==================== lcd_controller
### Cells by drive strength, lcd_controller

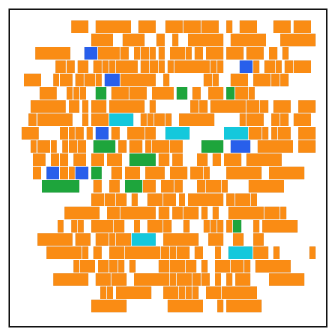

File: src/rtl/lcd_controller.sv
// HD44780 character LCD sequencer: power-up wait, fixed init, then byte writes.
// Define LCD_4BIT_EN for a 4-bit bus (high nibble then low nibble on DATA[7:4]).
module lcd_controller #(
  parameter int unsigned T_POWERUP = 750000,
  parameter int unsigned T_SETUP   = 4,
  parameter int unsigned T_E_HIGH  = 24,
  parameter int unsigned T_HOLD    = 4,
  parameter int unsigned T_CMD     = 2500,
  parameter int unsigned T_CLEAR   = 82000,
  parameter int unsigned CNT_W     = 20
) (
  input  logic        clk,
  input  logic        rst_in,
  input  logic        reqValid,
  input  logic        reqRs,
  input  logic [7:0]  reqData,
  output logic        reqReady,
  output logic        initDone,
  output logic [10:0] lcdPins
);

  localparam logic [2:0] S_PWRUP = 3'd0;
  localparam logic [2:0] S_INIT  = 3'd1;
  localparam logic [2:0] S_SETUP = 3'd2;
  localparam logic [2:0] S_EHIGH = 3'd3;
  localparam logic [2:0] S_HOLD  = 3'd4;
  localparam logic [2:0] S_EXEC  = 3'd5;
  localparam logic [2:0] S_IDLE  = 3'd6;

`ifdef LCD_4BIT_EN
  localparam int unsigned N_INIT = 8;
`else
  localparam int unsigned N_INIT = 6;
`endif

  localparam logic [2:0] IDX_LAST = 3'(N_INIT - 1);

  localparam logic [CNT_W-1:0] L_PWR = CNT_W'(T_POWERUP - 1);
  localparam logic [CNT_W-1:0] L_SET = CNT_W'(T_SETUP - 1);
  localparam logic [CNT_W-1:0] L_EH  = CNT_W'(T_E_HIGH - 1);
  localparam logic [CNT_W-1:0] L_HLD = CNT_W'(T_HOLD - 1);
  localparam logic [CNT_W-1:0] L_CMD = CNT_W'(T_CMD - 1);
  localparam logic [CNT_W-1:0] L_CLR = CNT_W'(T_CLEAR - 1);

  logic [2:0]       state_q, state_d;
  logic [CNT_W-1:0] cnt_q, cnt_d;
  logic [CNT_W-1:0] lim;
  logic [2:0]       idx_q, idx_d;
  logic             rs_q, rs_d;
  logic [7:0]       byte_q, byte_d;
  logic             done_q, done_d;
  logic             last;
  logic             is_clr;
  logic [7:0]       data_out;

`ifdef LCD_4BIT_EN
  logic lo_q, lo_d;
  logic half_q, half_d;

  function automatic logic [7:0] init_byte(input logic [2:0] i);
    case (i)
      3'd0, 3'd1, 3'd2: init_byte = 8'h30;
      3'd3:             init_byte = 8'h20;
      3'd4:             init_byte = 8'h28;
      3'd5:             init_byte = 8'h0C;
      3'd6:             init_byte = 8'h01;
      default:          init_byte = 8'h06;
    endcase
  endfunction

  assign data_out = lo_q ? {byte_q[3:0], 4'h0}
                         : {byte_q[7:4], 4'h0};
`else
  function automatic logic [7:0] init_byte(input logic [2:0] i);
    case (i)
      3'd0, 3'd1, 3'd2: init_byte = 8'h38;
      3'd3:             init_byte = 8'h0C;
      3'd4:             init_byte = 8'h01;
      default:          init_byte = 8'h06;
    endcase
  endfunction

  assign data_out = byte_q;
`endif

  // clear and return-home are the only slow commands
  assign is_clr = !rs_q && (byte_q[7:2] == 6'd0)
                  && (byte_q != 8'd0);

  // length of the current phase, minus one
  always_comb begin
    lim = '0;
    case (state_q)
      S_PWRUP: lim = L_PWR;
      S_SETUP: lim = L_SET;
      S_EHIGH: lim = L_EH;
      S_HOLD:  lim = L_HLD;
      S_EXEC:  lim = is_clr ? L_CLR : L_CMD;
      default: lim = '0;
    endcase
  end

  assign last = (cnt_q == lim);

  // sequencing and next-state selection
  always_comb begin
    state_d = state_q;
    cnt_d   = last ? '0 : cnt_q + CNT_W'(1);
    idx_d   = idx_q;
    rs_d    = rs_q;
    byte_d  = byte_q;
    done_d  = done_q;
`ifdef LCD_4BIT_EN
    lo_d    = lo_q;
    half_d  = half_q;
`endif
    case (state_q)
      S_PWRUP: begin
        if (last) begin
          state_d = S_INIT;
          idx_d   = '0;
        end
      end
      S_INIT: begin
        state_d = S_SETUP;
        rs_d    = 1'b0;
        byte_d  = init_byte(idx_q);
`ifdef LCD_4BIT_EN
        lo_d    = 1'b0;
        half_d  = (idx_q < 3'd4);
`endif
      end
      S_SETUP: if (last) state_d = S_EHIGH;
      S_EHIGH: if (last) state_d = S_HOLD;
      S_HOLD: begin
        if (last) begin
`ifdef LCD_4BIT_EN
          // data setup is referenced to E falling,
          // so the low nibble may change as E rises
          if (!lo_q && !half_q) begin
            lo_d    = 1'b1;
            state_d = S_EHIGH;
          end else begin
            state_d = S_EXEC;
          end
`else
          state_d = S_EXEC;
`endif
        end
      end
      S_EXEC: begin
        if (last) begin
          if (done_q) begin
            state_d = S_IDLE;
          end else if (idx_q == IDX_LAST) begin
            done_d  = 1'b1;
            state_d = S_IDLE;
          end else begin
            idx_d   = idx_q + 3'd1;
            state_d = S_INIT;
          end
        end
      end
      S_IDLE: begin
        if (reqValid) begin
          rs_d    = reqRs;
          byte_d  = reqData;
          state_d = S_SETUP;
`ifdef LCD_4BIT_EN
          lo_d    = 1'b0;
          half_d  = 1'b0;
`endif
        end
      end
      default: state_d = S_PWRUP;
    endcase
  end

  // state registers with synchronous active-low reset
  always_ff @(posedge clk) begin
    if (!rst_in) begin
      state_q <= S_PWRUP;
      cnt_q   <= '0;
      idx_q   <= '0;
      rs_q    <= 1'b0;
      byte_q  <= 8'd0;
      done_q  <= 1'b0;
`ifdef LCD_4BIT_EN
      lo_q    <= 1'b0;
      half_q  <= 1'b0;
`endif
    end else begin
      state_q <= state_d;
      cnt_q   <= cnt_d;
      idx_q   <= idx_d;
      rs_q    <= rs_d;
      byte_q  <= byte_d;
      done_q  <= done_d;
`ifdef LCD_4BIT_EN
      lo_q    <= lo_d;
      half_q  <= half_d;
`endif
    end
  end

  assign reqReady = (state_q == S_IDLE);
  assign initDone = done_q;
  assign lcdPins  = {rs_q, 1'b0, (state_q == S_EHIGH), data_out};

endmodule
File: config.mk
export PLATFORM = sky130hd
export DESIGN_NAME = lcd_controller
export DESIGN_NICKNAME = d
export VERILOG_FILES = /design/src/rtl/lcd_controller.sv
export SDC_FILE = /design/constraint.sdc
export NUM_CORES = 1
export LEC_CHECK = 0
export CORE_MARGIN = 2
export CORE_UTILIZATION = 55
export DETAILED_ROUTE_END_ITERATION = 6
export PLACE_DENSITY = 0.81
export SYNTH_ARGS = -nofsm -noshare
export SYNTH_HDL_FRONTEND = slang
export SYNTH_SLANG_ARGS = --single-unit
File: constraint.sdc
create_clock -name clk -period 2.7 [get_ports clk]
set_clock_uncertainty 0.05 [all_clocks]
set_input_delay 0.54 -clock clk [delete_from_list [all_inputs] [get_ports clk]]
set_output_delay 0.54 -clock clk [all_outputs]
set_load 0.005 [all_outputs]
==================== sar_adc_scan_flat
File: src/rtl/sar_adc_scan_if.sv
// Signal bundle between the SAR scan controller and its DAC, comparator, mux and result consumer.
interface sar_adc_scan_if #(
  parameter int WIDTH    = 8,
  parameter int CHANNELS = 4,
  parameter int CH_W     = 2
);
  logic                start;
  logic                continuous;
  logic [CHANNELS-1:0] ch_mask;
  logic                comp_in;
  logic [WIDTH-1:0]    dac_out;
  logic [CH_W-1:0]     ch_sel;
  logic                busy;
  logic [WIDTH-1:0]    result;
  logic [CH_W-1:0]     result_ch;
  logic                result_valid;
  logic                scan_done;

  modport master (
    input  start, continuous, ch_mask, comp_in,
    output dac_out, ch_sel, busy, result, result_ch, result_valid, scan_done
  );

  modport slave (
    output start, continuous, ch_mask, comp_in,
    input  dac_out, ch_sel, busy, result, result_ch, result_valid, scan_done
  );
endinterface

File: src/rtl/sar_adc_scan.sv
// Multi-channel successive-approximation ADC scan controller (external R-2R DAC + comparator + mux).
// Optional per-channel averaging of 2^AVG_LOG2 conversions is enabled by defining SAR_AVG_EN.
module sar_adc_scan #(
  parameter int WIDTH    = 8,
  parameter int CHANNELS = 4,
  parameter int CH_W     = 2,
  parameter int SETTLE   = 2,
  parameter int AVG_LOG2 = 2
) (
  input logic           ADC_Clk,
  input logic           ADC_Rst_n,
  sar_adc_scan_if.master bus
);

  localparam logic [1:0] S_IDLE  = 2'd0;
  localparam logic [1:0] S_MUX   = 2'd1;
  localparam logic [1:0] S_TRIAL = 2'd2;
  localparam logic [1:0] S_STORE = 2'd3;

  localparam int BW = (WIDTH > 1) ? $clog2(WIDTH) : 1;
  localparam int SW = (SETTLE > 1) ? $clog2(SETTLE) : 1;
  localparam logic [SW-1:0]    CNT_LAST = SW'(SETTLE - 1);
  localparam logic [WIDTH-1:0] MSB      = WIDTH'(1) << (WIDTH - 1);
  localparam logic [BW-1:0]    TOP_BIT  = BW'(WIDTH - 1);

  if (SETTLE < 1 || (1 << CH_W) < CHANNELS || CHANNELS < 1 || AVG_LOG2 < 0) begin : g_param_check
    $error("sar_adc_scan: illegal parameter combination");
  end

  logic [1:0]          state;
  logic [SW-1:0]       cnt;
  logic [BW-1:0]       bit_idx;
  logic [WIDTH-1:0]    code;
  logic [WIDTH-1:0]    trial_code;
  logic [CHANNELS-1:0] mask;
  logic [CH_W:0]       next_ch;
  logic [CH_W:0]       first_ch;
  logic                conv_last;
  logic [WIDTH-1:0]    final_code;

  // Lowest set channel in m at or above index lo; MSB of the return flags "found".
  function automatic logic [CH_W:0] find_ch(input logic [CHANNELS-1:0] m, input int lo);
    find_ch = '0;
    for (int i = CHANNELS - 1; i >= 0; i--)
      if (m[i] && i >= lo) find_ch = {1'b1, CH_W'(i)};
  endfunction

  assign next_ch  = find_ch(mask, int'(bus.ch_sel) + 1);
  assign first_ch = find_ch(bus.ch_mask, 0);

  always_comb begin
    trial_code = code;
    if (!bus.comp_in) trial_code[bit_idx] = 1'b0;
    if (bit_idx != '0) trial_code[bit_idx - BW'(1)] = 1'b1;
  end

`ifdef SAR_AVG_EN
  localparam int RW = (AVG_LOG2 > 0) ? AVG_LOG2 : 1;
  localparam int AW = WIDTH + AVG_LOG2;
  logic [RW-1:0] rep;
  logic [AW-1:0] acc;
  logic [AW-1:0] sum;

  assign sum        = acc + AW'(code);
  assign conv_last  = (rep == RW'((1 << AVG_LOG2) - 1));
  assign final_code = WIDTH'(sum >> AVG_LOG2);

  // Accumulator restarts for every channel, so it is cleared on the final STORE.
  always_ff @(posedge ADC_Clk) begin
    if (!ADC_Rst_n) begin
      rep <= '0;
      acc <= '0;
    end else if (state == S_STORE) begin
      if (conv_last) begin
        rep <= '0;
        acc <= '0;
      end else begin
        rep <= rep + RW'(1);
        acc <= sum;
      end
    end
  end
`else
  assign conv_last  = 1'b1;
  assign final_code = code;
`endif

  always_ff @(posedge ADC_Clk) begin
    if (!ADC_Rst_n) begin
      state            <= S_IDLE;
      cnt              <= '0;
      bit_idx          <= '0;
      code             <= '0;
      mask             <= '0;
      bus.dac_out      <= '0;
      bus.ch_sel       <= '0;
      bus.busy         <= 1'b0;
      bus.result       <= '0;
      bus.result_ch    <= '0;
      bus.result_valid <= 1'b0;
      bus.scan_done    <= 1'b0;
    end else begin
      bus.result_valid <= 1'b0;
      bus.scan_done    <= 1'b0;
      case (state)
        S_IDLE: begin
          bus.busy    <= 1'b0;
          bus.dac_out <= '0;
          if ((bus.start || bus.continuous) && bus.ch_mask != '0) begin
            mask       <= bus.ch_mask;
            bus.ch_sel <= first_ch[CH_W-1:0];
            bus.busy   <= 1'b1;
            cnt        <= '0;
            state      <= S_MUX;
          end
        end
        S_MUX: begin
          if (cnt == CNT_LAST) begin
            cnt         <= '0;
            code        <= MSB;
            bus.dac_out <= MSB;
            bit_idx     <= TOP_BIT;
            state       <= S_TRIAL;
          end else begin
            cnt <= cnt + SW'(1);
          end
        end
        S_TRIAL: begin
          // Comparator is sampled on the last settle cycle of each trial.
          if (cnt == CNT_LAST) begin
            cnt  <= '0;
            code <= trial_code;
            if (bit_idx != '0) begin
              bus.dac_out <= trial_code;
              bit_idx     <= bit_idx - BW'(1);
            end else begin
              state <= S_STORE;
            end
          end else begin
            cnt <= cnt + SW'(1);
          end
        end
        default: begin
          bus.dac_out <= '0;
          cnt         <= '0;
          if (!conv_last) begin
            code        <= MSB;
            bus.dac_out <= MSB;
            bit_idx     <= TOP_BIT;
            state       <= S_TRIAL;
          end else begin
            bus.result       <= final_code;
            bus.result_ch    <= bus.ch_sel;
            bus.result_valid <= 1'b1;
            if (next_ch[CH_W]) begin
              bus.ch_sel <= next_ch[CH_W-1:0];
              state      <= S_MUX;
            end else begin
              bus.scan_done <= 1'b1;
              // Continuous rescans take a fresh mask; busy stays high across the rescan.
              if (bus.continuous && bus.ch_mask != '0) begin
                mask       <= bus.ch_mask;
                bus.ch_sel <= first_ch[CH_W-1:0];
                state      <= S_MUX;
              end else begin
                state <= S_IDLE;
              end
            end
          end
        end
      endcase
    end
  end

endmodule
File: src/flat_wrapper.sv
// flat-port wrapper written by rule: the top's interface ports become plain ports
module sar_adc_scan_flat 
#(
  parameter int WIDTH    = 8,
  parameter int CHANNELS = 4,
  parameter int CH_W     = 2,
  parameter int SETTLE   = 2,
  parameter int AVG_LOG2 = 2
)
  (ADC_Clk, ADC_Rst_n, bus_start, bus_continuous, bus_ch_mask, bus_comp_in, bus_dac_out, bus_ch_sel, bus_busy, bus_result, bus_result_ch, bus_result_valid, bus_scan_done);
  sar_adc_scan_if #(.WIDTH(WIDTH), .CHANNELS(CHANNELS), .CH_W(CH_W)) bus_i ();
  input logic ADC_Clk;
  input logic ADC_Rst_n;
  input wire logic [$bits(bus_i.start)-1:0] bus_start;
  input wire logic [$bits(bus_i.continuous)-1:0] bus_continuous;
  input wire logic [$bits(bus_i.ch_mask)-1:0] bus_ch_mask;
  input wire logic [$bits(bus_i.comp_in)-1:0] bus_comp_in;
  output wire logic [$bits(bus_i.dac_out)-1:0] bus_dac_out;
  output wire logic [$bits(bus_i.ch_sel)-1:0] bus_ch_sel;
  output wire logic [$bits(bus_i.busy)-1:0] bus_busy;
  output wire logic [$bits(bus_i.result)-1:0] bus_result;
  output wire logic [$bits(bus_i.result_ch)-1:0] bus_result_ch;
  output wire logic [$bits(bus_i.result_valid)-1:0] bus_result_valid;
  output wire logic [$bits(bus_i.scan_done)-1:0] bus_scan_done;
  assign bus_i.start = bus_start;
  assign bus_i.continuous = bus_continuous;
  assign bus_i.ch_mask = bus_ch_mask;
  assign bus_i.comp_in = bus_comp_in;
  assign bus_dac_out = bus_i.dac_out;
  assign bus_ch_sel = bus_i.ch_sel;
  assign bus_busy = bus_i.busy;
  assign bus_result = bus_i.result;
  assign bus_result_ch = bus_i.result_ch;
  assign bus_result_valid = bus_i.result_valid;
  assign bus_scan_done = bus_i.scan_done;
  sar_adc_scan #(.WIDTH(WIDTH), .CHANNELS(CHANNELS), .CH_W(CH_W), .SETTLE(SETTLE), .AVG_LOG2(AVG_LOG2)) u_core (.ADC_Clk(ADC_Clk), .ADC_Rst_n(ADC_Rst_n), .bus(bus_i));
endmodule
File: config.mk
export PLATFORM = sky130hd
export DESIGN_NAME = sar_adc_scan_flat
export DESIGN_NICKNAME = d
export VERILOG_FILES = /design/src/rtl/sar_adc_scan_if.sv /design/src/rtl/sar_adc_scan.sv /design/src/flat_wrapper.sv
export SDC_FILE = /design/constraint.sdc
export NUM_CORES = 1
export LEC_CHECK = 0
export CORE_MARGIN = 2
export CORE_UTILIZATION = 48
export DETAILED_ROUTE_END_ITERATION = 10
export GPL_TIMING_DRIVEN = 0
export PLACE_DENSITY = 0.82
export SYNTH_ARGS = -nofsm -noshare
export SYNTH_HDL_FRONTEND = slang
export SYNTH_SLANG_ARGS = --single-unit
export TNS_END_PERCENT = 10
File: constraint.sdc
create_clock -name ADC_Clk -period 1.6 [get_ports ADC_Clk]
set_input_delay 0.32 -clock ADC_Clk [delete_from_list [all_inputs] [get_ports ADC_Clk]]
set_output_delay 0.32 -clock ADC_Clk [all_outputs]
set_load 0.01 [all_outputs]
==================== game_tick_sched
File: src/rtl/game_tick_pkg.sv
// Shared types and helpers for the game tick scheduler.
// Build option: GAME_TICK_FASTSIM_EN forces the prescaler divisor to 4 for fast simulation.
package game_tick_pkg;

  typedef enum logic {
    IDLE = 1'b0,
    RUN  = 1'b1
  } chan_state_t;

  localparam logic MODE_PERIODIC = 1'b0;
  localparam logic MODE_ONESHOT  = 1'b1;

  // Prescaler divisor: system clocks per base tick.
  function automatic int calc_div(input int clk_hz, input int base_hz);
`ifdef GAME_TICK_FASTSIM_EN
    calc_div = 4;
`else
    calc_div = clk_hz / base_hz;
`endif
  endfunction

endpackage

File: src/rtl/game_tick_chan.sv
// One scheduler channel: shadow config, down-counter in base ticks, tick/busy outputs.
// Build option: GAME_TICK_FASTSIM_EN (affects only the shared prescaler, not this block).
//
// state | meaning
// IDLE  | channel stopped, no counting, busy = 0
// RUN   | counting base ticks down to terminal count 1, busy = 1
module game_tick_chan
  import game_tick_pkg::*;
#(
  parameter int PW = 16
) (
  input  logic          clk,
  input  logic          rst_n,
  input  logic          cfg_wr,
  input  logic [PW-1:0] cfg_period,
  input  logic          cfg_mode,
  input  logic          start,
  input  logic          stop,
  input  logic          base_tick,
  output logic          tick,
  output logic          busy
);

  chan_state_t   state_q, state_d;
  logic [PW-1:0] count_q, count_d;
  logic [PW-1:0] shadow_period_q;
  logic          shadow_mode_q;
  logic          run_mode_q, run_mode_d;
  logic          tick_q, tick_d;

  // Shadow registers; a running count only sees these at its next load.
  always_ff @(posedge clk) begin
    if (!rst_n) begin
      shadow_period_q <= '0;
      shadow_mode_q   <= MODE_PERIODIC;
    end else if (cfg_wr) begin
      shadow_period_q <= cfg_period;
      shadow_mode_q   <= cfg_mode;
    end
  end

  // State register together with the count, latched mode and tick pulse.
  always_ff @(posedge clk) begin
    if (!rst_n) begin
      state_q    <= IDLE;
      count_q    <= '0;
      run_mode_q <= MODE_PERIODIC;
      tick_q     <= 1'b0;
    end else begin
      state_q    <= state_d;
      count_q    <= count_d;
      run_mode_q <= run_mode_d;
      tick_q     <= tick_d;
    end
  end

  // Next-state: stop beats start, start beats base_tick (a coincident base tick is not counted).
  always_comb begin
    state_d    = state_q;
    count_d    = count_q;
    run_mode_d = run_mode_q;
    tick_d     = 1'b0;
    if (stop) begin
      state_d = IDLE;
    end else if (start) begin
      if (shadow_period_q != '0) begin
        state_d    = RUN;
        count_d    = shadow_period_q;
        run_mode_d = shadow_mode_q;
      end else begin
        // A zero period disables the channel, also when restarting a running one.
        state_d = IDLE;
      end
    end else if (state_q == RUN && base_tick) begin
      if (count_q == PW'(1)) begin
        tick_d = 1'b1;
        if (run_mode_q == MODE_ONESHOT || shadow_period_q == '0) begin
          state_d = IDLE;
        end else begin
          count_d    = shadow_period_q;
          run_mode_d = shadow_mode_q;
        end
      end else begin
        count_d = count_q - PW'(1);
      end
    end
  end

  // Outputs: busy follows the state register so it drops in the same cycle a one-shot tick rises.
  always_comb begin
    busy = (state_q == RUN);
    tick = tick_q;
  end

endmodule

File: src/rtl/game_tick_sched.sv
// Central timebase: one shared prescaler producing base_tick, feeding NCH independent channels.
// Build option: GAME_TICK_FASTSIM_EN forces the divisor to 4 instead of CLK_HZ/BASE_HZ.
module game_tick_sched
  import game_tick_pkg::*;
#(
  parameter int CLK_HZ  = 100000000,
  parameter int BASE_HZ = 1000,
  parameter int NCH     = 4,
  parameter int PW      = 16
) (
  input  logic                   clk,
  input  logic                   rst_n,
  input  logic                   cfg_we,
  input  logic [$clog2(NCH)-1:0] cfg_ch,
  input  logic [PW-1:0]          cfg_period,
  input  logic                   cfg_mode,
  input  logic [NCH-1:0]         start,
  input  logic [NCH-1:0]         stop,
  input  logic                   pause,
  output logic                   base_tick,
  output logic [NCH-1:0]         tick,
  output logic [NCH-1:0]         busy
);

  localparam int DIV = calc_div(CLK_HZ, BASE_HZ);
  localparam int PSW = (DIV > 1) ? $clog2(DIV) : 1;
  localparam int CHW = $clog2(NCH);

  logic [PSW-1:0] presc_q;

  // Prescaler: frozen while paused, so a wrap pending at DIV-1 waits for pause to drop.
  always_ff @(posedge clk) begin
    if (!rst_n) begin
      presc_q   <= '0;
      base_tick <= 1'b0;
    end else begin
      base_tick <= 1'b0;
      if (!pause) begin
        if (presc_q == PSW'(DIV - 1)) begin
          presc_q   <= '0;
          base_tick <= 1'b1;
        end else begin
          presc_q <= presc_q + PSW'(1);
        end
      end
    end
  end

  for (genvar g = 0; g < NCH; g++) begin : g_chan
    logic cfg_hit;
    assign cfg_hit = cfg_we && (cfg_ch == CHW'(g));

    game_tick_chan #(
      .PW(PW)
    ) u_chan (
      .clk       (clk),
      .rst_n     (rst_n),
      .cfg_wr    (cfg_hit),
      .cfg_period(cfg_period),
      .cfg_mode  (cfg_mode),
      .start     (start[g]),
      .stop      (stop[g]),
      .base_tick (base_tick),
      .tick      (tick[g]),
      .busy      (busy[g])
    );
  end

endmodule

File: config.mk
export PLATFORM = sky130hd
export DESIGN_NAME = game_tick_sched
export DESIGN_NICKNAME = d
export VERILOG_FILES = /design/src/rtl/game_tick_pkg.sv /design/src/rtl/game_tick_chan.sv /design/src/rtl/game_tick_sched.sv
export SDC_FILE = /design/constraint.sdc
export NUM_CORES = 1
export LEC_CHECK = 0
export ABC_AREA = 1
export CORE_UTILIZATION = 50
export DETAILED_ROUTE_END_ITERATION = 12
export PLACE_DENSITY = 0.8
export SYNTH_ARGS = -nofsm -noshare
export SYNTH_HDL_FRONTEND = slang
export SYNTH_SLANG_ARGS = --single-unit
File: constraint.sdc
create_clock -name clk -period 1.8 [get_ports clk]
set_input_delay 0.36 -clock clk [delete_from_list [all_inputs] [get_ports clk]]
set_output_delay 0.36 -clock clk [all_outputs]
set_load 0.03 [all_outputs]
==================== hazard_stall_ctrl
===== src/rtl/hazard_stall_ctrl.sv =====
// Pipeline hazard controller: load-use bubble, mispredict flush sequencing and data-memory wait freeze.
// Define HAZARD_PERF_CNT_EN to add saturating stall-cycle and flush-event performance counters.
module hazard_stall_ctrl #(
    parameter int unsigned FLUSH_CYCLES = 2,
    parameter int unsigned MEM_TIMEOUT  = 255
) (
    input  logic        clk_i,
    input  logic        rst_ni,
    input  logic [31:0] if_id_instr_i,
    input  logic        id_ex_mem_read_i,
    input  logic [4:0]  id_ex_rd_i,
    input  logic        branch_mispredict_i,
    input  logic        dmem_req_i,
    input  logic        dmem_ready_i,
    output logic        pc_stall_o,
    output logic        if_id_stall_o,
    output logic        id_ex_stall_o,
    output logic        ex_mem_stall_o,
    output logic        if_id_flush_o,
    output logic        id_ex_flush_o,
    output logic [1:0]  hazard_state_o,
    output logic        mem_timeout_err_o
`ifdef HAZARD_PERF_CNT_EN
    ,
    output logic [31:0] perf_stall_cnt_o,
    output logic [31:0] perf_flush_cnt_o
`endif
);

    typedef enum logic [1:0] {
        StIdle    = 2'd0,
        StFlush   = 2'd1,
        StMemWait = 2'd2,
        StUnused  = 2'd3
    } state_e;

    localparam logic [2:0]  FlushReload = (FLUSH_CYCLES > 1) ? 3'(FLUSH_CYCLES - 2) : 3'd0;
    localparam logic [15:0] TimeoutVal  = 16'(MEM_TIMEOUT);

    state_e      state_q, state_d;
    logic [2:0]  flush_cnt_q, flush_cnt_d;
    logic [15:0] wait_cnt_q, wait_cnt_d;
    logic        err_q, err_d;

    logic [6:0]  opcode;
    logic [4:0]  rs1, rs2;
    logic        uses_rs1, uses_rs2, load_use, mem_busy;
    logic        unused_instr_bits;

    assign opcode            = if_id_instr_i[6:0];
    assign rs1               = if_id_instr_i[19:15];
    assign rs2               = if_id_instr_i[24:20];
    assign unused_instr_bits = ^{if_id_instr_i[31:25], if_id_instr_i[14:7]};

    always_comb begin
        uses_rs1 = 1'b1;
        uses_rs2 = 1'b0;
        case (opcode)
            7'b0110111, 7'b0010111, 7'b1101111: uses_rs1 = 1'b0;
            7'b0110011, 7'b0100011, 7'b1100011: uses_rs2 = 1'b1;
            default: ;
        endcase
    end

    assign load_use = id_ex_mem_read_i && (id_ex_rd_i != 5'd0) &&
                      ((uses_rs1 && (rs1 == id_ex_rd_i)) || (uses_rs2 && (rs2 == id_ex_rd_i)));
    assign mem_busy = dmem_req_i && !dmem_ready_i;

    always_comb begin
        state_d        = state_q;
        flush_cnt_d    = flush_cnt_q;
        wait_cnt_d     = wait_cnt_q;
        err_d          = err_q;
        pc_stall_o     = 1'b0;
        if_id_stall_o  = 1'b0;
        id_ex_stall_o  = 1'b0;
        ex_mem_stall_o = 1'b0;
        if_id_flush_o  = 1'b0;
        id_ex_flush_o  = 1'b0;

        unique case (state_q)
            StIdle: begin
                if (branch_mispredict_i) begin
                    if_id_flush_o = 1'b1;
                    id_ex_flush_o = 1'b1;
                    if (FLUSH_CYCLES > 1) begin
                        state_d     = StFlush;
                        flush_cnt_d = FlushReload;
                    end
                end else if (mem_busy) begin
                    pc_stall_o     = 1'b1;
                    if_id_stall_o  = 1'b1;
                    id_ex_stall_o  = 1'b1;
                    ex_mem_stall_o = 1'b1;
                    state_d        = StMemWait;
                    wait_cnt_d     = 16'd1;
                end else if (load_use) begin
                    // Hold decode and inject one bubble; the load reaches MEM next cycle.
                    pc_stall_o    = 1'b1;
                    if_id_stall_o = 1'b1;
                    id_ex_flush_o = 1'b1;
                end
            end
            StFlush: begin
                if_id_flush_o = 1'b1;
                id_ex_flush_o = 1'b1;
                if (flush_cnt_q == 3'd0) begin
                    state_d = StIdle;
                end else begin
                    flush_cnt_d = flush_cnt_q - 3'd1;
                end
            end
            StMemWait: begin
                if (wait_cnt_q == TimeoutVal) begin
                    err_d = 1'b1;
                end
                if (dmem_ready_i) begin
                    state_d = StIdle;
                end else begin
                    pc_stall_o     = 1'b1;
                    if_id_stall_o  = 1'b1;
                    id_ex_stall_o  = 1'b1;
                    ex_mem_stall_o = 1'b1;
                    if (wait_cnt_q != 16'hFFFF) begin
                        wait_cnt_d = wait_cnt_q + 16'd1;
                    end
                end
            end
            default: state_d = StIdle;
        endcase

        // Reset must silence the pipe controls even though inputs may still request a stall.
        if (!rst_ni) begin
            pc_stall_o     = 1'b0;
            if_id_stall_o  = 1'b0;
            id_ex_stall_o  = 1'b0;
            ex_mem_stall_o = 1'b0;
            if_id_flush_o  = 1'b0;
            id_ex_flush_o  = 1'b0;
        end
    end

    always_ff @(posedge clk_i or negedge rst_ni) begin
        if (!rst_ni) begin
            state_q     <= StIdle;
            flush_cnt_q <= 3'd0;
            wait_cnt_q  <= 16'd0;
            err_q       <= 1'b0;
        end else begin
            state_q     <= state_d;
            flush_cnt_q <= flush_cnt_d;
            wait_cnt_q  <= wait_cnt_d;
            err_q       <= err_d;
        end
    end

    assign hazard_state_o    = state_q;
    assign mem_timeout_err_o = err_q;

`ifdef HAZARD_PERF_CNT_EN
    logic [31:0] perf_stall_q, perf_flush_q;

    always_ff @(posedge clk_i or negedge rst_ni) begin
        if (!rst_ni) begin
            perf_stall_q <= 32'd0;
            perf_flush_q <= 32'd0;
        end else begin
            if (pc_stall_o && (perf_stall_q != 32'hFFFF_FFFF)) begin
                perf_stall_q <= perf_stall_q + 32'd1;
            end
            if ((state_q == StIdle) && branch_mispredict_i && (perf_flush_q != 32'hFFFF_FFFF)) begin
                perf_flush_q <= perf_flush_q + 32'd1;
            end
        end
    end

    assign perf_stall_cnt_o = perf_stall_q;
    assign perf_flush_cnt_o = perf_flush_q;
`endif

endmodule

===== config.mk =====
export PLATFORM = sky130hd
export DESIGN_NAME = hazard_stall_ctrl
export DESIGN_NICKNAME = d
export VERILOG_FILES = /design/src/rtl/hazard_stall_ctrl.sv
export SDC_FILE = /design/constraint.sdc
export NUM_CORES = 1
export LEC_CHECK = 0
export CORE_MARGIN = 3
export CORE_UTILIZATION = 35
export DETAILED_ROUTE_END_ITERATION = 6
export SYNTH_ARGS = -nofsm -noshare
export SYNTH_HDL_FRONTEND = slang
export SYNTH_SLANG_ARGS = --single-unit

===== constraint.sdc =====
create_clock -name clk_i -period 2.1 [get_ports clk_i]
set_input_delay 0.21 -clock clk_i [delete_from_list [all_inputs] [get_ports clk_i]]
set_output_delay 0.21 -clock clk_i [all_outputs]
set_load 0.1 [all_outputs]

### Metal 1, hazard_stall_ctrl

The bar under the picture is 20 um long. Cells faint in the background.
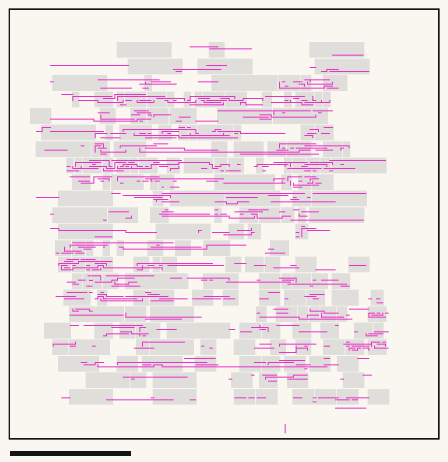
nets with wire on the layer: 205
longest straight run: 27.1 um
wire length on this layer: 1500 um
DRT Wirelength: 3660 um
DR vias: 1310

==> qor.csv, hazard_stall_ctrl <==
stage,metric,value,unit
outcome,status,"complete, but fails checks",
outcome,violations,setup timing,
yosys,xor_share,0.114,
critical_path,reg2reg_to,wait_cnt_q[13],
grt,use_met2,0.305,
yosys,yosysTopAreaCell,dfrtp_1,
floorplan,nWellTaps,48,
final_timing,fin_skew,0.00497,ns
route,firstDrtPassIters,4,
power_and_ir_drop,switching_share,0.368,
critical_path,r2r_setup_slack,0.20,ns
yosys,synth_flops,22,
yosys,syn_area,1460,um^2
yosys,ys_sh_adder,0.0258,
grt,use_met3,0.0302,
critical_path,crit_chain,nor4bb_2 > o21ai_1 > a41oi_1 > o21ai_1 > buf_4 > o21bai_4 > buf_12,
finish,flop-count,22,
grt,grt.total_usage,0.155,
power_and_ir_drop,pwr-share-clk,0.245,
final_timing,setup_viol,3,
floorplan,num_rows,22,
cts,path_clk_slew,0.08,ns
cts,clock_sinks,22,
finish,layout_top_cells,"27 x clkdlybuf4s50_1, 20 x dfrtp_1, 18 x buf_4",
critical_path,arrival,1.93,ns
cts,clk_latency,0.26,ns
final_timing,setup_slack,-0.0429,ns
## hazard_stall_ctrl: power groups by stage
| stage | clock network [uW] | logic [uW] | registers (uW) |
|---|---|---|---|
| after floorplan | 0 | 335 | 631 |
| after global placement | 0 | 655 | 534 |
| after detailed placement | 0 | 673 | 537 |
| after CTS | 405 | 676 | 530 |
| after global routing | 418 | 719 | 539 |
| final | 390 | 671 | 531 |
## hazard_stall_ctrl: through the flow
step                cell area, um^2   util
detailed placement             2060  0.539
global route                   2150  0.561
CTS                            2140  0.559
floorplan                      1530      -
finish                         2150  0.561
global placement               2060  0.539
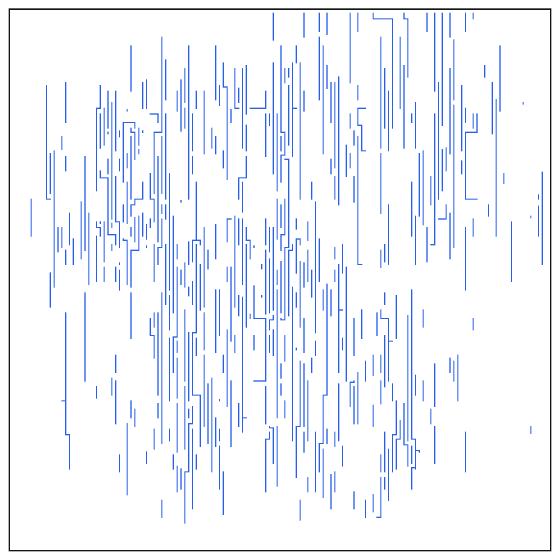
*The metal 2 layer, lcd_controller*
main direction: vertical
nets with wire on the layer: 239
share of all routed wire: 46%
longest straight run: 18.4 um
wire length on this layer: 1990 um
GR Util met2: 0.354
DR vias: 1829

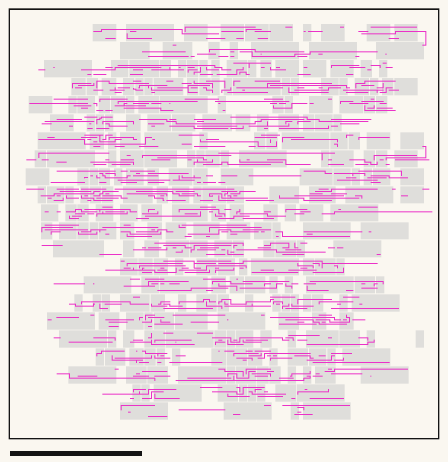
*Metal 1, lcd_controller*
The bar under the picture is 20 um long. Cells faint in the background.
share of all routed wire: 49%
nets with wire on the layer: 276
main direction: horizontal
longest straight run: 19.3 um
met1 Usage GRT: 0.321
DRT Wirelength: 4380 um

About 'Cells by drive strength' of lcd_controller:
legend:
  cyan:
    size: x6 and larger
    cells: 5
    share: 1.8%
    most_used: clkbuf_8
  blue:
    size: x3 and x4
    cells: 7
    share: 2.5%
    most_used: buf_4
  green:
    size: x2
    cells: 10
    share: 3.6%
    most_used: or2_2
  orange:
    size: x1 and smaller
    cells: 259
    share: 92%
    most_used: nor2_1
Repair and plain buffers: 28
setup ws final: 0.110 ns
synthesis-to-layout area growth: 17.9%
final instance area: 2380 um^2

==> qor.csv, lcd_controller <==
stage,metric,value,unit
outcome,status,completed,
power_and_ir_drop,p_clk,374,uW
critical_path,worstPathBufferInverterCount,0,
cts,clk_latency,0.29,ns
yosys,yosysTopAreaCell,dfxtp_1,
yosys,top_cell,nor2_1,
yosys,yosys.stat.seqShare,0.356,
floorplan,dieArea,4180,um^2
yosys,synth-async-reset-ratio,0,
final_timing,rsz0062_at_grt,false,
yosys,synth-main-ff-cell,dfxtp_1,
power_and_ir_drop,power_density,400,nW/um^2
grt,use_met3,0.0625,
finish,nets,298,
critical_path,reg2reg_to,idx_q[1],
final_timing,hold_viol,0,
finish,lay_top_count,nor2_1,
power_and_ir_drop,internal-power,737,uW
yosys,syn_inst,258,
yosys,post-synth-top-area-fraction,0.356,
floorplan,die_w,64.6,um
grt,overflow,0,
critical_path,end_kind,register,
critical_path,crit_path_top_delay_cell,or4_1,
cts,path_clk_slew,0.07,ns
power_and_ir_drop,pwr-share-clk,0.392,
finish,final_layout_size_suffix_gt1_frac,0.0783,
critical_path,path_max_fanout,3,
yosys,ys_chip_area,2020,um^2
critical_path,startpoint,byte_q[2],
==> lcd_controller: metrics by stage <==
step | worst slack (ns) | total power (uW) | hold slack, ns
CTS | 0.123 | 967 | 0.433
detailed placement | 0.222 | 592 | 0.414
floorplan | 0.393 | 570 | 0.375
finish | 0.110 | 954 | 0.424
global route | 0.0485 | 1000 | 0.453
global placement | 0.308 | 592 | 0.407
==> lcd_controller: worst register-to-register path: stages (launching register included) <==
cell,delay [ns]
dfxtp_1,0.33
or4_4,0.54
nor4_2,0.39
o2111a_1,0.27
o22ai_1,0.09
or4_1,0.62
mux2i_1,0.18
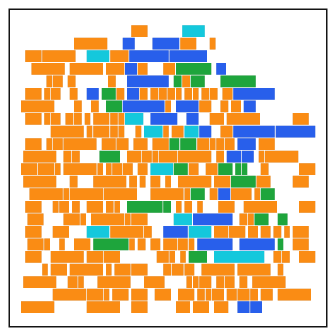
*Cells by drive strength, sar_adc_scan_flat*
legend:
  green:
    size: x2
    cells: 23
    share: 8.3%
    most_used: o21ai_2
  cyan:
    size: x6 and larger
    cells: 10
    share: 3.6%
    most_used: clkbuf_8
  blue:
    size: x3 and x4
    cells: 28
    share: 10%
    most_used: buf_4
  orange:
    size: x1 and smaller
    cells: 215
    share: 78%
    most_used: dfxtp_1
Repair and plain buffers: 50
setup ws final: -0.0161 ns

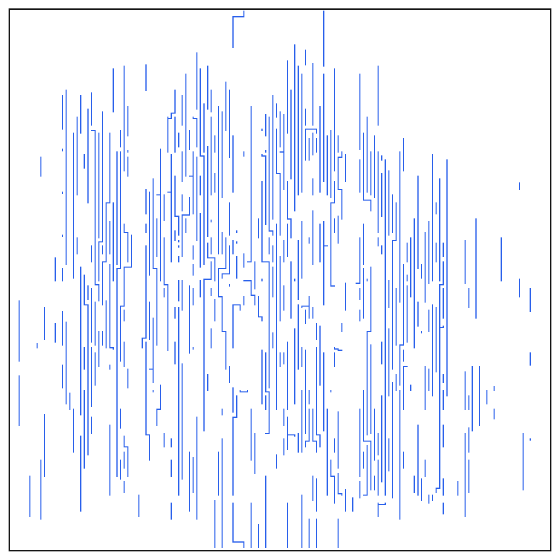
*The metal 2 layer, sar_adc_scan_flat*
main direction: vertical
longest straight run: 42.5 um
nets with wire on the layer: 243
wire length on this layer: 2450 um

==> qor.csv, sar_adc_scan_flat <==
stage,metric,value,unit
outcome,status,"complete, but fails checks",
outcome,violations,setup timing,
hold_path,min_path_type,reg2reg,
yosys,xor_share,0,
finish,non_clock_inverter_count,11,
yosys,synth-simple-area-share,0.206,
grt,grt_max_degree,15,
placed_design,io_buffers,31,
critical_path,cpLargestDelayFamily,flip-flops,
final_timing,timing.fmax,0.619,GHz
route,firstDrtPassIters,5,
power_and_ir_drop,p_comb_frac,0.494,
final_timing,worstMarginPinSlew,0.459,ns
finish,finalInstanceArea,2710,um^2
final_timing,hold_viol,0,
cts,holdBufCountCts,0,
final_timing,setup_viol,5,
yosys,synthAoiAreaFrac,0.241,
route,dr.first_iter.drc_count,105,
placed_design,place_area,2370,um^2
final_timing,period_needed,1.62,ns
final_timing,setup_slack,-0.0161,ns
power_and_ir_drop,power.group.top,combinational logic,
power_and_ir_drop,p_switching,1720,uW
yosys,avgSynthCellArea,8.72,um^2
floorplan,dieArea,4690,um^2
critical_path,start_kind,register,
finish,comb.multi_input.count,167,
yosys,synthDistinctLibCells,49,
finish,regArea,817,um^2
## sar_adc_scan_flat: worst paths after layout
kind | start | endpoint | slack (ns) | cells past startpoint
hold / removal | u_core.bus.dac_out[5] | u_core.bus.dac_out[5] | 0.48 | 2
setup reg to reg | u_core.bit_idx[1] | u_core.bus.dac_out[6] | -0.02 | 8
setup / recovery | u_core.bit_idx[1] | u_core.bus.dac_out[6] | -0.02 | 8
hold reg to reg | u_core.bus.dac_out[5] | u_core.bus.dac_out[5] | 0.48 | 2
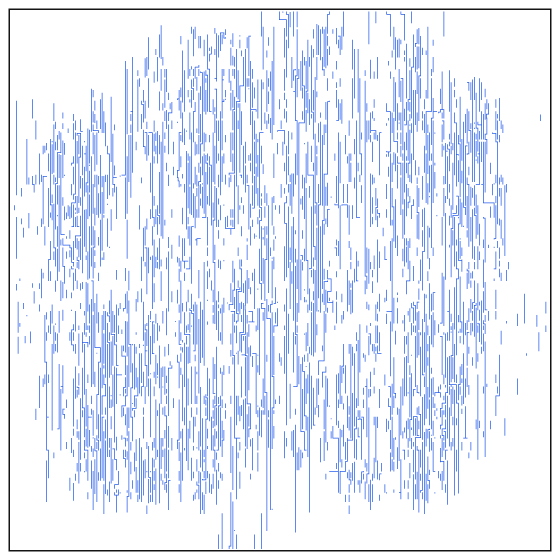
*The metal 2 layer, game_tick_sched*
share of all routed wire: 47%
nets with wire on the layer: 1248
longest straight run: 50.1 um
main direction: vertical
wire length on this layer: 11600 um
DR vias: 9693
DRT Wirelength: 24600 um
GR Util met2: 0.427

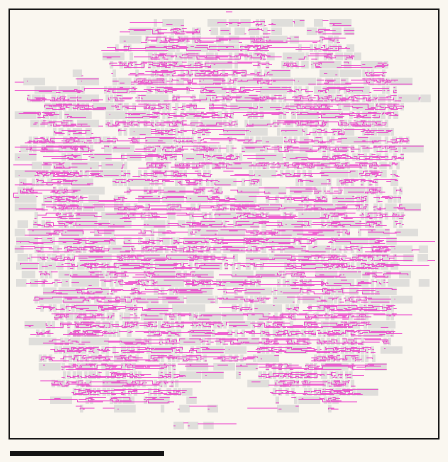
*Metal 1, game_tick_sched*
The bar under the picture is 50 um long. Cells faint in the background.
nets with wire on the layer: 1547
share of all routed wire: 44%
main direction: horizontal
longest straight run: 50.1 um
wire length on this layer: 10800 um
met1 Usage GRT: 0.317

==> qor.csv, game_tick_sched <==
stage,metric,value,unit
finish,lay_top_count,nand2_1,
finish,comb.multi_input.count,1196,
route,met2_length,11600,um
grt,first_global_vias,8798,
final_timing,fin_hold_ws,0.265,ns
final_timing,setup_slack,0.0393,ns
finish,final_util,0.608,
placed_design,dp_hpwl,17200,um
critical_path,arrival,1.40,ns
finish,comb_area_frac,0.486,
route,drc_errors,2,
final_timing,setup_tns,0,ns
floorplan,nWellTaps,229,
yosys,fp_nets,1595,
finish,largest_registers,"g_chan.u_chan.count_q x64, g_chan.u_chan.shadow_period_q x64, presc_q x17",
flow_run,maxCapViolCount,0,
outcome,status,"complete, but fails checks",
yosys,avgSynthCellArea,6.02,um^2
cts,h-tree-depth,4,
final_timing,slew_violations,0,
outcome,violations,DRC,
[game_tick_sched: worst paths after layout]
check	start	endpoint	slack, ns	cells after the start
setup / recovery	g_chan[0].u_chan.tick	tick[0]	0.04	1
hold reg to reg	g_chan[3].u_chan.shadow_mode_q	g_chan[3].u_chan.shadow_mode_q	0.46	2
hold / removal	rst_n	g_chan[3].u_chan.busy	0.26	3
setup reg to reg	g_chan[0].u_chan.count_q[1]	g_chan[0].u_chan.count_q[13]	0.10	12
[game_tick_sched: report_power, final]
group	switching, uW	internal [uW]
registers	202	3800
logic	1480	875
clock network	1550	2510

==================== fxp_div
--- config.mk ---
export PLATFORM = sky130hd
export DESIGN_NAME = fxp_div
export DESIGN_NICKNAME = d
export VERILOG_FILES = /design/src/rtl/fxp_div.sv
export SDC_FILE = /design/constraint.sdc
export NUM_CORES = 1
export LEC_CHECK = 0
export CAP_MARGIN = 20
export CORE_ASPECT_RATIO = 1.5
export CORE_UTILIZATION = 59
export CTS_CLUSTER_SIZE = 12
export DETAILED_ROUTE_END_ITERATION = 16
export PLACE_DENSITY = 0.81
export SLEW_MARGIN = 20
export SYNTH_ARGS = -nofsm -noshare
export SYNTH_HDL_FRONTEND = slang
export SYNTH_SLANG_ARGS = --single-unit
--- constraint.sdc ---
create_clock -name clk -period 6.6 [get_ports clk]
set_input_delay 1.98 -clock clk [delete_from_list [all_inputs] [get_ports clk]]
set_output_delay 1.98 -clock clk [all_outputs]
set_load 0.005 [all_outputs]
--- src/rtl/fxp_div.sv ---
// rtl/fxp_div.sv - signed Q-format fixed-point divider, non-restoring, one divide in flight.
// Truncates toward zero; saturates the quotient and flags divide-by-zero and overflow.
module fxp_div #(
  parameter int W = 32,
  parameter int F = 0
) (
  input  logic         clk,
  input  logic         nrst,
  input  logic         en,
  input  logic         in_valid,
  output logic         in_ready,
  input  logic [W-1:0] dividend,
  input  logic [W-1:0] divisor,
  output logic         out_valid,
  input  logic         out_ready,
  output logic [W-1:0] quotient,
  output logic [W-1:0] remainder,
  output logic         dz,
  output logic         ovf
);

  localparam int N  = W + F;
  localparam int CW = $clog2(N);
  localparam logic [W-1:0] POS_MAX = {1'b0, {(W-1){1'b1}}};
  localparam logic [W-1:0] NEG_MIN = {1'b1, {(W-1){1'b0}}};
  localparam logic [N-1:0] QLIM_P  = N'(POS_MAX);
  localparam logic [N-1:0] QLIM_N  = N'(POS_MAX) + N'(1);

  typedef enum logic [1:0] {IDLE, RUN, FIX, HOLD} state_t;

  state_t          state, state_nxt;
  logic [W:0]      acc;
  logic [N-1:0]    qreg;
  logic [W-1:0]    den;
  logic [W-1:0]    dvd;
  logic            sign_q, sign_r, div_zero;
  logic [CW-1:0]   count;

  logic            accept;
  logic [W-1:0]    dvd_mag, dsr_mag;
  logic [N-1:0]    num_init;
  logic [W:0]      a_sh, a_new;
  logic [N-1:0]    q_new;
  logic [W-1:0]    r_mag, r_fix, q_fix;
  logic            ovf_fix;

  assign in_ready = nrst && (state == IDLE);
  assign accept   = en && in_valid && in_ready;

  // |-2^(W-1)| wraps to 2^(W-1), which is the correct unsigned magnitude
  assign dvd_mag  = dividend[W-1] ? -dividend : dividend;
  assign dsr_mag  = divisor[W-1] ? -divisor : divisor;
  assign num_init = N'(dvd_mag) << F;

  // one non-restoring step: shift A:Q, add or subtract by sign of A
  assign a_sh  = {acc[W-1:0], qreg[N-1]};
  assign a_new = acc[W] ? (a_sh + {1'b0, den}) : (a_sh - {1'b0, den});
  assign q_new = {qreg[N-2:0], ~a_new[W]};

  // a negative A is >= -den, so the W-bit wrapped sum is the restored remainder
  assign r_mag = acc[W-1:0] + (acc[W] ? den : '0);

  always_comb begin
    q_fix   = sign_q ? -qreg[W-1:0] : qreg[W-1:0];
    r_fix   = sign_r ? -r_mag : r_mag;
    ovf_fix = 1'b0;
    if (div_zero) begin
      q_fix = sign_r ? NEG_MIN : POS_MAX;
      r_fix = dvd;
    end else if (!sign_q && (qreg > QLIM_P)) begin
      q_fix   = POS_MAX;
      ovf_fix = 1'b1;
    end else if (sign_q && (qreg > QLIM_N)) begin
      q_fix   = NEG_MIN;
      ovf_fix = 1'b1;
    end
  end

  always_ff @(posedge clk or negedge nrst) begin
    if (!nrst) state <= IDLE;
    else       state <= state_nxt;
  end

  always_comb begin
    state_nxt = state;
    case (state)
      IDLE: if (accept) state_nxt = (divisor == '0) ? FIX : RUN;
      RUN:  if (en && (count == CW'(N-1))) state_nxt = FIX;
      FIX:  if (en) state_nxt = HOLD;
      HOLD: if (en && out_ready) state_nxt = IDLE;
      default: state_nxt = IDLE;
    endcase
  end

  always_ff @(posedge clk or negedge nrst) begin
    if (!nrst) begin
      acc       <= '0;
      qreg      <= '0;
      den       <= '0;
      dvd       <= '0;
      sign_q    <= 1'b0;
      sign_r    <= 1'b0;
      div_zero  <= 1'b0;
      count     <= '0;
      quotient  <= '0;
      remainder <= '0;
      dz        <= 1'b0;
      ovf       <= 1'b0;
      out_valid <= 1'b0;
    end else if (en) begin
      case (state)
        IDLE: begin
          if (in_valid) begin
            acc      <= '0;
            qreg     <= num_init;
            den      <= dsr_mag;
            dvd      <= dividend;
            sign_q   <= dividend[W-1] ^ divisor[W-1];
            sign_r   <= dividend[W-1];
            div_zero <= (divisor == '0);
            count    <= '0;
          end
        end
        RUN: begin
          acc   <= a_new;
          qreg  <= q_new;
          count <= count + CW'(1);
        end
        FIX: begin
          quotient  <= q_fix;
          remainder <= r_fix;
          dz        <= div_zero;
          ovf       <= ovf_fix;
          out_valid <= 1'b1;
        end
        HOLD: begin
          if (out_ready) out_valid <= 1'b0;
        end
        default: ;
      endcase
    end
  end

endmodule

==> qor.csv <==
stage,metric,value,unit
outcome,status,"complete, but fails checks",
outcome,violations,DRC,
hold_path,min_to,remainder[4],
route,met2_length,20600,um
route,met1Wirelength,15100,um
yosys,syn_inst,1860,
final_timing,setup_viol,0,
yosys,area_leaders,"dfrtp_1 33%, xor2_1 6.3%, o21ai_0 6.2%",
yosys,synth-simple-area-share,0.194,
yosys,mux_share,0.0424,
final_timing,timing.fmax,0.184,GHz
critical_path,start_kind,primary input,
critical_path,r2r_cells,16,
final_timing,worstMarginPinSlew,0.934,ns
grt,first_global_vias,13600,
finish,regArea,5130,um^2
yosys,ys_sh_adder,0.0629,
finish,bufAreaShareNonClock,0.0859,
route,drc_errors,2,
yosys,avgSynthCellArea,8.26,um^2
route,wl_met3,1810,um
[registers in the layout, indices dropped and copies added (netlist names)]
register	count
dz	1
div_zero	1
count	5
quotient	32
sign_q	1
ovf	1
state	2
qreg	32
dvd	32
out_valid	1
remainder	32
acc	33
den	32
[worst max-delay path, delay by kind of cell]
family,cells,cell delay (ns)
buf+inv,1,0.48
simple gates,7,2.76
xor+xnor,1,0.18
compound gates,2,0.41
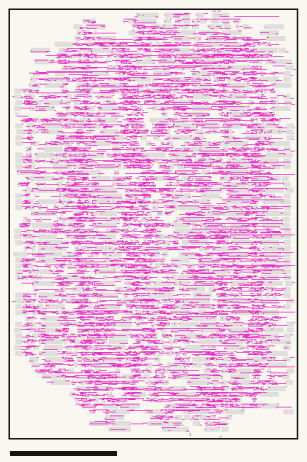
*Metal 1, fxp_div*
The bar under the picture is 50 um long. Cells faint in the background.
main direction: horizontal
longest straight run: 36.8 um
share of all routed wire: 38%
DRT Wirelength: 39400 um
DR vias: 14100

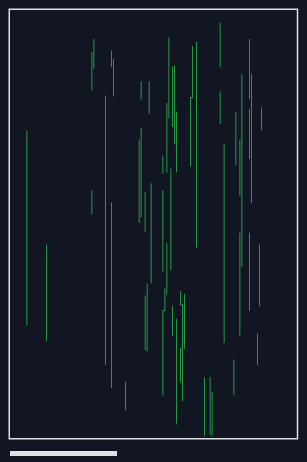
*M4 wires, fxp_div*
The bar under the picture is 50 um long.
share of all routed wire: 4.8%
nets with wire on the layer: 39
wire length on this layer: 1890 um
longest straight run: 125 um
main direction: vertical



==> gallery <==
Metal 3.
Plate I
The bar under the picture is 50 um long.
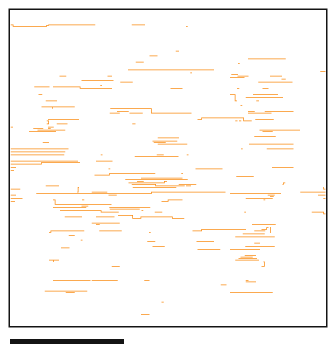
Plate II
The bar under the picture is 20 um long.
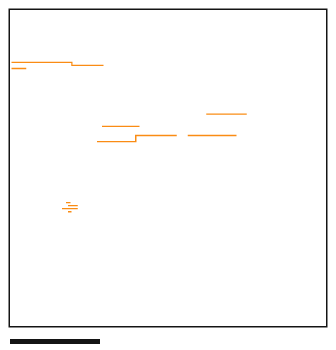
Plate III
The bar under the picture is 20 um long.
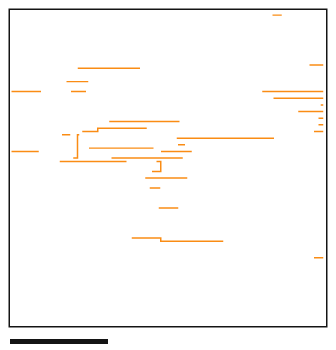
Plate IV
The bar under the picture is 50 um long.
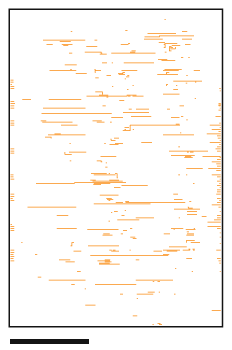
| from | picture |
|---|---|
| lcd_controller | Plate III |
| fxp_div | Plate IV |
| game_tick_sched | Plate I |
| hazard_stall_ctrl | Plate II |
- smallest die: Plate III

Power and IR drop assume default switching activity.
